# design 1

==> design_1/met1.png <==
Scale bar: 50 um. Supply wires on this layer in gray.
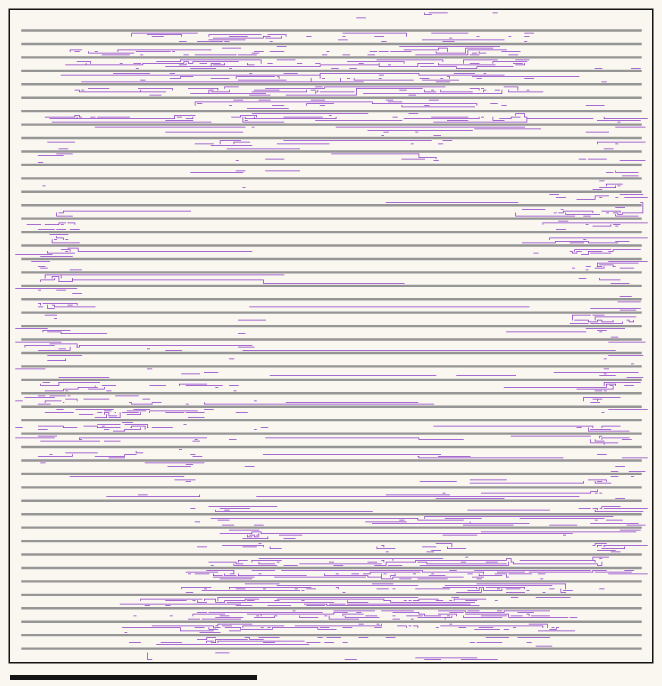
$ cat config.mk
export PLATFORM = sky130hd
export DESIGN_NAME = wb_arbiter2
export DESIGN_NICKNAME = d
export VERILOG_FILES = /design/src/rtl/wb_arbiter2.sv
export SDC_FILE = /design/constraint.sdc
export NUM_CORES = 1
export LEC_CHECK = 0
export CORE_AREA = 2 2 128 130
export DETAILED_ROUTE_END_ITERATION = 6
export DIE_AREA = 0 0 130 132
export SLEW_MARGIN = 20
export SYNTH_ARGS = -nofsm -noshare
export SYNTH_HDL_FRONTEND = slang
export SYNTH_SLANG_ARGS = --single-unit
$ cat constraint.sdc
create_clock -name clk -period 2.02 [get_ports clk]
set_input_delay 0.404 -clock clk [delete_from_list [all_inputs] [get_ports clk]]
set_output_delay 0.404 -clock clk [all_outputs]
set_load 0.01 [all_outputs]
$ cat src/rtl/wb_arbiter2.sv
// Two-master / one-slave Wishbone arbiter: round-robin grant, CYC-locked, one IDLE turnaround cycle.
// Define WB_ARB_TIMEOUT_EN to add a slave-response watchdog of TIMEOUT_CYCLES stalled strobe cycles.
module wb_arbiter2 #(
  parameter int unsigned AW             = 32,
  parameter int unsigned DW             = 32,
  parameter int unsigned TIMEOUT_CYCLES = 16
) (
  input  logic            clk,
  input  logic            rst,
  input  logic            M0_CYC_I,
  input  logic            M0_STB_I,
  input  logic            M0_WE_I,
  input  logic [DW/8-1:0] M0_SEL_I,
  input  logic [AW-1:0]   M0_ADR_I,
  input  logic [DW-1:0]   M0_DAT_I,
  input  logic            M0_TGC_I,
  input  logic            M0_TGA_I,
  output logic [DW-1:0]   M0_DAT_O,
  output logic            M0_ACK_O,
  output logic            M0_ERR_O,
  input  logic            M1_CYC_I,
  input  logic            M1_STB_I,
  input  logic            M1_WE_I,
  input  logic [DW/8-1:0] M1_SEL_I,
  input  logic [AW-1:0]   M1_ADR_I,
  input  logic [DW-1:0]   M1_DAT_I,
  input  logic            M1_TGC_I,
  input  logic            M1_TGA_I,
  output logic [DW-1:0]   M1_DAT_O,
  output logic            M1_ACK_O,
  output logic            M1_ERR_O,
  output logic            S_CYC_O,
  output logic            S_STB_O,
  output logic            S_WE_O,
  output logic [DW/8-1:0] S_SEL_O,
  output logic [AW-1:0]   S_ADR_O,
  output logic [DW-1:0]   S_DAT_O,
  output logic            S_TGC_O,
  output logic            S_TGA_O,
  input  logic [DW-1:0]   S_DAT_I,
  input  logic            S_ACK_I,
  input  logic            S_ERR_I,
  output logic [1:0]      GNT_O
);

  if (TIMEOUT_CYCLES == 0) begin : g_cfg_check
    $error("wb_arbiter2: TIMEOUT_CYCLES must be at least 1");
  end

  typedef enum logic [1:0] {IDLE, GRANT0, GRANT1} state_e;

  state_e state_q, state_d;
  logic   last_grant_q, last_grant_d;
  logic   tmo_hit;

  always_ff @(posedge clk or posedge rst) begin
    if (rst) begin
      state_q      <= IDLE;
      last_grant_q <= 1'b1;
    end else begin
      state_q      <= state_d;
      last_grant_q <= last_grant_d;
    end
  end

  always_comb begin
    state_d      = state_q;
    last_grant_d = last_grant_q;
    case (state_q)
      IDLE: begin
        if (M0_CYC_I && M1_CYC_I) state_d = last_grant_q ? GRANT0 : GRANT1;
        else if (M0_CYC_I)        state_d = GRANT0;
        else if (M1_CYC_I)        state_d = GRANT1;
      end
      GRANT0: begin
        if (!M0_CYC_I) begin
          state_d      = IDLE;
          last_grant_d = 1'b0;
        end
      end
      GRANT1: begin
        if (!M1_CYC_I) begin
          state_d      = IDLE;
          last_grant_d = 1'b1;
        end
      end
      default: state_d = IDLE;
    endcase
  end

`ifdef WB_ARB_TIMEOUT_EN
  localparam int unsigned TW = $clog2(TIMEOUT_CYCLES + 1);

  logic [TW-1:0] tmo_cnt_q, tmo_cnt_d;
  logic          gnt_stb;

  assign gnt_stb = ((state_q == GRANT0) && M0_CYC_I && M0_STB_I) ||
                   ((state_q == GRANT1) && M1_CYC_I && M1_STB_I);
  assign tmo_hit = (state_q != IDLE) && (tmo_cnt_q == TW'(TIMEOUT_CYCLES));

  always_ff @(posedge clk or posedge rst) begin
    if (rst) tmo_cnt_q <= '0;
    else     tmo_cnt_q <= tmo_cnt_d;
  end

  // Held at zero in IDLE, so every grant starts with a clean count.
  always_comb begin
    tmo_cnt_d = tmo_cnt_q;
    if ((state_q == IDLE) || S_ACK_I || S_ERR_I || tmo_hit) tmo_cnt_d = '0;
    else if (gnt_stb)                                       tmo_cnt_d = tmo_cnt_q + TW'(1);
  end
`else
  assign tmo_hit = 1'b0;
`endif

  assign M0_DAT_O = S_DAT_I;
  assign M1_DAT_O = S_DAT_I;

  // Responses are gated with the master's own CYC: a dropped cycle is abandoned.
  always_comb begin
    S_CYC_O  = 1'b0;
    S_STB_O  = 1'b0;
    S_WE_O   = 1'b0;
    S_SEL_O  = '0;
    S_ADR_O  = '0;
    S_DAT_O  = '0;
    S_TGC_O  = 1'b0;
    S_TGA_O  = 1'b0;
    M0_ACK_O = 1'b0;
    M0_ERR_O = 1'b0;
    M1_ACK_O = 1'b0;
    M1_ERR_O = 1'b0;
    GNT_O    = 2'b00;
    case (state_q)
      GRANT0: begin
        S_CYC_O  = M0_CYC_I;
        S_STB_O  = M0_STB_I & ~tmo_hit;
        S_WE_O   = M0_WE_I;
        S_SEL_O  = M0_SEL_I;
        S_ADR_O  = M0_ADR_I;
        S_DAT_O  = M0_DAT_I;
        S_TGC_O  = M0_TGC_I;
        S_TGA_O  = M0_TGA_I;
        M0_ACK_O = S_ACK_I & M0_CYC_I;
        M0_ERR_O = (S_ERR_I | tmo_hit) & M0_CYC_I;
        GNT_O    = 2'b01;
      end
      GRANT1: begin
        S_CYC_O  = M1_CYC_I;
        S_STB_O  = M1_STB_I & ~tmo_hit;
        S_WE_O   = M1_WE_I;
        S_SEL_O  = M1_SEL_I;
        S_ADR_O  = M1_ADR_I;
        S_DAT_O  = M1_DAT_I;
        S_TGC_O  = M1_TGC_I;
        S_TGA_O  = M1_TGA_I;
        M1_ACK_O = S_ACK_I & M1_CYC_I;
        M1_ERR_O = (S_ERR_I | tmo_hit) & M1_CYC_I;
        GNT_O    = 2'b10;
      end
      default: ;
    endcase
  end

endmodule

==> changes_impl.md <==
### Implementation results

* Flop2flop setup slack at 0.34 ns
* Top-Level Pins at 325
* Worst path cell trace: buf_6 -> ha_4 -> buf_8 -> buf_12 -> a22oi_2 -> nor2b_2 -> clkdlybuf4s15_2
* Clock-pin slew on the worst setup and hold paths at 0.03 ns
* Status: finished with violations
* Reg power frac at 1.9%
* Ys flops at 3
* Critical Path Fanout Max at 5
* Crit path from: state_q[1]$_DFFE_PP0P_
* Synth Area in XOR/XNOR at 0%
* Total power at 6.392 mW
* Final setup fails at 20
* Met3 usage at 2.435%
* Adder Area Share at 3.327%
* Late-Pin Clk Latency at 0.23 ns
* DR WL/cell at 19.45 um
* Post-layout worst setup margin at -0.07024 ns
* Most common reg cell: dfrtp_1
* Power density cells at 1263 nW/um^2
* Failing checks: negative setup slack
* Switching part of the total at 41.03%
* RSZ-0062 raised after global routing: yes
## Picture notes: design_1/met1.png
- main direction: horizontal
- longest straight run: 75.4 um
- share of all routed wire: 41%

-- layout make-up --
cell class | instances | area, um^2 | share of cell area, %
timing repair buffer | 291 | 2988 | 59.04
multi-input combinational | 165 | 1629 | 32.19
tap | 216 | 270.3 | 5.340
clock buffer | 4 | 78.83 | 1.557
sequential | 3 | 76.32 | 1.508
inverter | 5 | 18.77 | 0.3708
-- worst min-delay path by stage --
stage / start / to / slack, ns / cells past startpoint
6_report: rst / state_q[1]$_DFFE_PP0P_ / 0.37 / 2
2_1_floorplan: rst / state_q[0]$_DFFE_PP0P_ / 0.16 / 1
3_5_place_dp: last_grant_q$_DFFE_PP1P_ / last_grant_q$_DFFE_PP1P_ / 0.50 / 2
5_1_grt: rst / state_q[0]$_DFFE_PP0P_ / 0.40 / 2
3_3_place_gp: last_grant_q$_DFFE_PP1P_ / last_grant_q$_DFFE_PP1P_ / 0.49 / 2
4_1_cts: rst / state_q[1]$_DFFE_PP0P_ / 0.38 / 2
-- timing repair --
action | CTS | global route
pin swaps | 29 | 20
gates resized | 377 | 69
cloned | 17 | 8
setup buffers | 24 | 9
setup endpoints to repair | 79 | 77

# design 2

[config.mk]
export PLATFORM = sky130hd
export DESIGN_NAME = match_line_builder
export DESIGN_NICKNAME = d
export VERILOG_FILES = /design/src/rtl/match_line_builder.sv
export SDC_FILE = /design/constraint.sdc
export NUM_CORES = 1
export LEC_CHECK = 0
export CORE_MARGIN = 5
export CORE_UTILIZATION = 48
export DETAILED_ROUTE_END_ITERATION = 10
export PLACE_DENSITY = 0.8
export SLEW_MARGIN = 20
export SYNTH_ARGS = -nofsm -noshare
export SYNTH_HDL_FRONTEND = slang
export SYNTH_SLANG_ARGS = --single-unit
[constraint.sdc]
create_clock -name clk -period 5.6 [get_ports clk]
set_input_delay 1.12 -clock clk [delete_from_list [all_inputs] [get_ports clk]]
set_output_delay 1.12 -clock clk [all_outputs]
set_load 0.05 [all_outputs]
[src/rtl/match_line_builder.sv]
// Rebuilds a CAM match_line from a stream of entry indices: each accepted beat ORs its
// decoded index into a mask, and the completed mask is presented when the last beat lands.
module match_line_builder #(
    parameter int MUX_WIDTH = 16
) (
    input  logic                                 clk,
    input  logic                                 rst,
    input  logic                                 in_valid,
    output logic                                 in_ready,
    input  logic [$clog2(MUX_WIDTH)-1:0]         in_index,
    input  logic                                 in_last,
    output logic                                 out_valid,
    input  logic                                 out_ready,
    output logic [MUX_WIDTH-1:0]                 out_match_line,
    output logic [$clog2(MUX_WIDTH):0]           out_count,
    output logic                                 out_dup,
    output logic                                 out_oor
);

    localparam int MUX_INDEX = $clog2(MUX_WIDTH);
    localparam logic [MUX_INDEX:0] LP_WIDTH = (MUX_INDEX + 1)'(MUX_WIDTH);
    localparam logic [MUX_INDEX:0] LP_ONE   = {{MUX_INDEX{1'b0}}, 1'b1};

    typedef enum logic [0:0] {
        ST_COLLECT = 1'b0,
        ST_EMIT    = 1'b1
    } state_t;

    state_t                 r_state;
    state_t                 w_state_nxt;
    logic [MUX_WIDTH-1:0]   r_mask;
    logic [MUX_WIDTH-1:0]   w_mask_nxt;
    logic [MUX_WIDTH-1:0]   w_onehot;
    logic [MUX_INDEX:0]     r_count;
    logic [MUX_INDEX:0]     w_count_nxt;
    logic                   r_dup;
    logic                   w_dup_nxt;
    logic                   r_oor;
    logic                   w_oor_nxt;
    logic                   r_in_ready;
    logic                   r_out_valid;
    logic                   w_accept;
    logic                   w_release;
    logic                   w_in_range;
    logic                   w_hit_set;

    assign w_accept   = in_valid && r_in_ready;
    assign w_release  = r_out_valid && out_ready;
    assign w_in_range = ({1'b0, in_index} < LP_WIDTH);
    assign w_onehot   = {{(MUX_WIDTH-1){1'b0}}, 1'b1} << in_index;
    assign w_hit_set  = |(r_mask & w_onehot);

    // Next-state and accumulator update; only a previously clear bit bumps the count.
    always_comb begin
        w_state_nxt = r_state;
        w_mask_nxt  = r_mask;
        w_count_nxt = r_count;
        w_dup_nxt   = r_dup;
        w_oor_nxt   = r_oor;
        case (r_state)
            ST_COLLECT: begin
                if (w_accept) begin
                    if (!w_in_range) begin
                        w_oor_nxt = 1'b1;
                    end else if (w_hit_set) begin
                        w_dup_nxt = 1'b1;
                    end else begin
                        w_mask_nxt  = r_mask | w_onehot;
                        w_count_nxt = r_count + LP_ONE;
                    end
                    if (in_last) begin
                        w_state_nxt = ST_EMIT;
                    end else begin
                        w_state_nxt = ST_COLLECT;
                    end
                end else begin
                    w_state_nxt = ST_COLLECT;
                end
            end
            ST_EMIT: begin
                if (w_release) begin
                    w_state_nxt = ST_COLLECT;
                    w_mask_nxt  = {MUX_WIDTH{1'b0}};
                    w_count_nxt = {(MUX_INDEX+1){1'b0}};
                    w_dup_nxt   = 1'b0;
                    w_oor_nxt   = 1'b0;
                end else begin
                    w_state_nxt = ST_EMIT;
                end
            end
            default: begin
                w_state_nxt = ST_COLLECT;
                w_mask_nxt  = {MUX_WIDTH{1'b0}};
                w_count_nxt = {(MUX_INDEX+1){1'b0}};
                w_dup_nxt   = 1'b0;
                w_oor_nxt   = 1'b0;
            end
        endcase
    end

    // State and result registers; handshake flags are registered from the next state.
    always_ff @(posedge clk or posedge rst) begin
        if (rst) begin
            r_state     <= ST_COLLECT;
            r_mask      <= {MUX_WIDTH{1'b0}};
            r_count     <= {(MUX_INDEX+1){1'b0}};
            r_dup       <= 1'b0;
            r_oor       <= 1'b0;
            r_in_ready  <= 1'b1;
            r_out_valid <= 1'b0;
        end else begin
            r_state     <= w_state_nxt;
            r_mask      <= w_mask_nxt;
            r_count     <= w_count_nxt;
            r_dup       <= w_dup_nxt;
            r_oor       <= w_oor_nxt;
            r_in_ready  <= (w_state_nxt == ST_COLLECT);
            r_out_valid <= (w_state_nxt == ST_EMIT);
        end
    end

    assign in_ready       = r_in_ready;
    assign out_valid      = r_out_valid;
    assign out_match_line = r_mask;
    assign out_count      = r_count;
    assign out_dup        = r_dup;
    assign out_oor        = r_oor;

endmodule

==> design_2/met1.png <==
Scale bar: 20 um. Supply wires on this layer in gray.
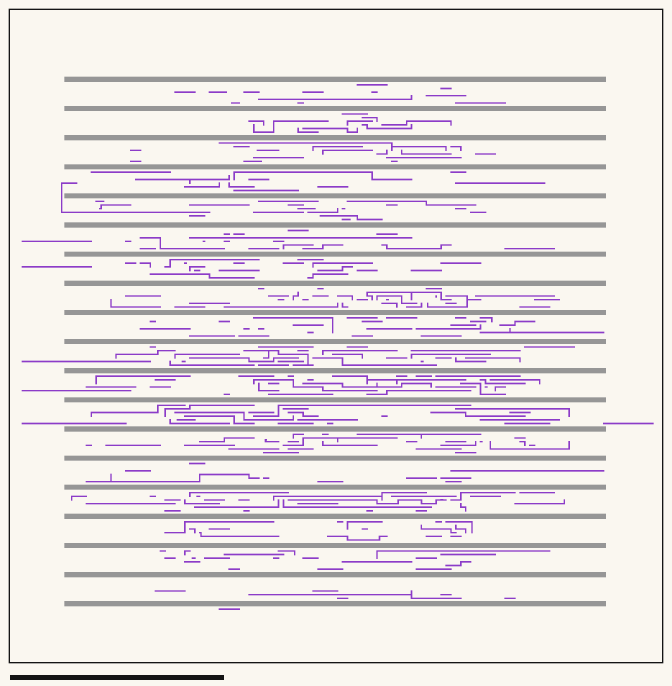
- wire length on this layer: 1280 um
- nets with wire on the layer: 123
- longest straight run: 20.7 um

==> design_2/met2.png <==
Cells faint in the background.
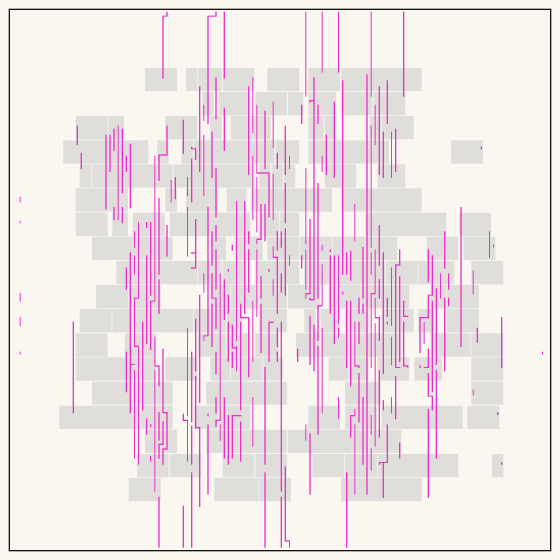
- longest straight run: 47.3 um
- main direction: vertical
- wire length on this layer: 1410 um
- nets with wire on the layer: 139
- share of all routed wire: 47%
via count: 1060
GRT met2 Usage: 26.87%
post-detailed-routing wire length: 2987 um

==> changes_impl.md <==
### Implementation results

* Status: complete, no violations
* Most common reg cell: dfrtp_1
* Reg2reg end: out_count[2]$_DFFE_PP0P_
* Comb area share at 35.99%
* Clock power frac at 14.1%
* Asr flop ratio synth at 100.0%
* Area share, top type at 46.32%
* Iteration tally of the first detailed-router pass at 4
* Total gr overflow at 0
* Post-synthesis simple-gate area fraction at 19.34%
* Synth Seq Share at 48.44%
* Share of cells above drive strength 1 at 7.143%
* CP Capture Type: flop
* Ys flops at 24
* Reg2Reg Launch Point: out_match_line[11]$_DFFE_PP0P_
* Reg power frac at 37.5%
* Reg2Reg Depth at 5
* Pin count of the biggest net entering global routing at 25
## state kept, by name, indices dropped and copies added (netlist names)
| name | flops |
|---|---|
| out_match_line | 16 |
| out_count | 5 |
| in_ready | 1 |
| out_dup | 1 |
| out_valid | 1 |
## power groups by stage
stage	combinational, mW	clock [mW]	sequential, mW
finish	0.321	0.0937	0.249
global route	0.340	0.103	0.256
CTS	0.324	0.0954	0.249
detailed placement	0.324	0	0.252
global placement	0.319	0	0.250
floorplan	0.0857	0	0.381
## worst register-to-register path, cell delays in order, from the launching register on
cell and delay (ns):
dfrtp_1 0.43, mux2_4 0.26, a32o_1 0.26, or4b_4 0.56, or3_1 0.31, a311o_1 0.35
## stage by stage
step / setup WS, ns / std cells / hold WS [ns] / util (%)
after floorplan: 2.646 / 112 / 0.6906 / -
after global placement: 1.875 / 166 / 0.4881 / 63.23
after detailed placement: 1.807 / 166 / 0.4943 / 63.23
after CTS: 2.162 / 170 / 0.5249 / 64.70
after global routing: 2.072 / 170 / 0.5640 / 64.70
final: 2.167 / 170 / 0.5195 / 64.70
## layer usage
metal	up-vias	wire, um	GRT usage (%)
met5	-	0	0
met4	0	74	7.740
met3	8	219	2.766
met2	47	1410	26.87
met1	521	1282	24.47
li1	484	-	-


==> layout pictures side by side <==
Routing congestion map.
(a)
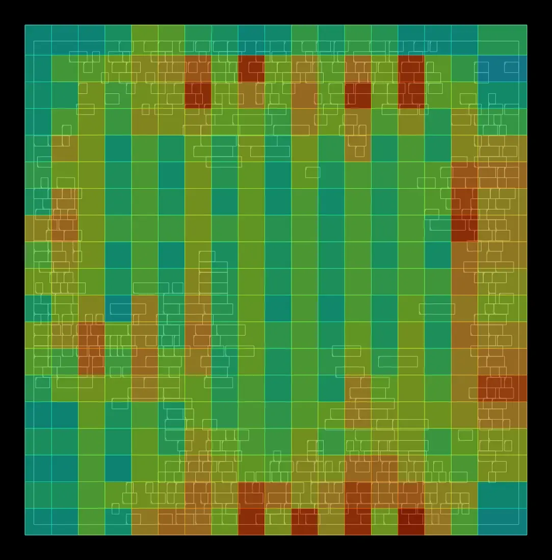
(b)
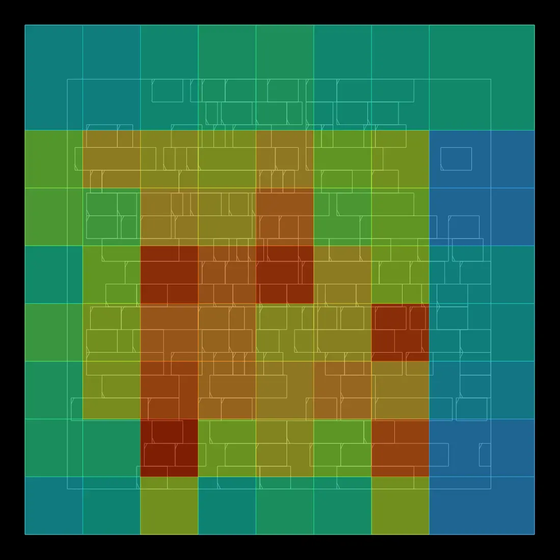
(a) is design 1.
(b) is design 2.

Power figures rest on the tool's default switching activity, not on a simulated workload.
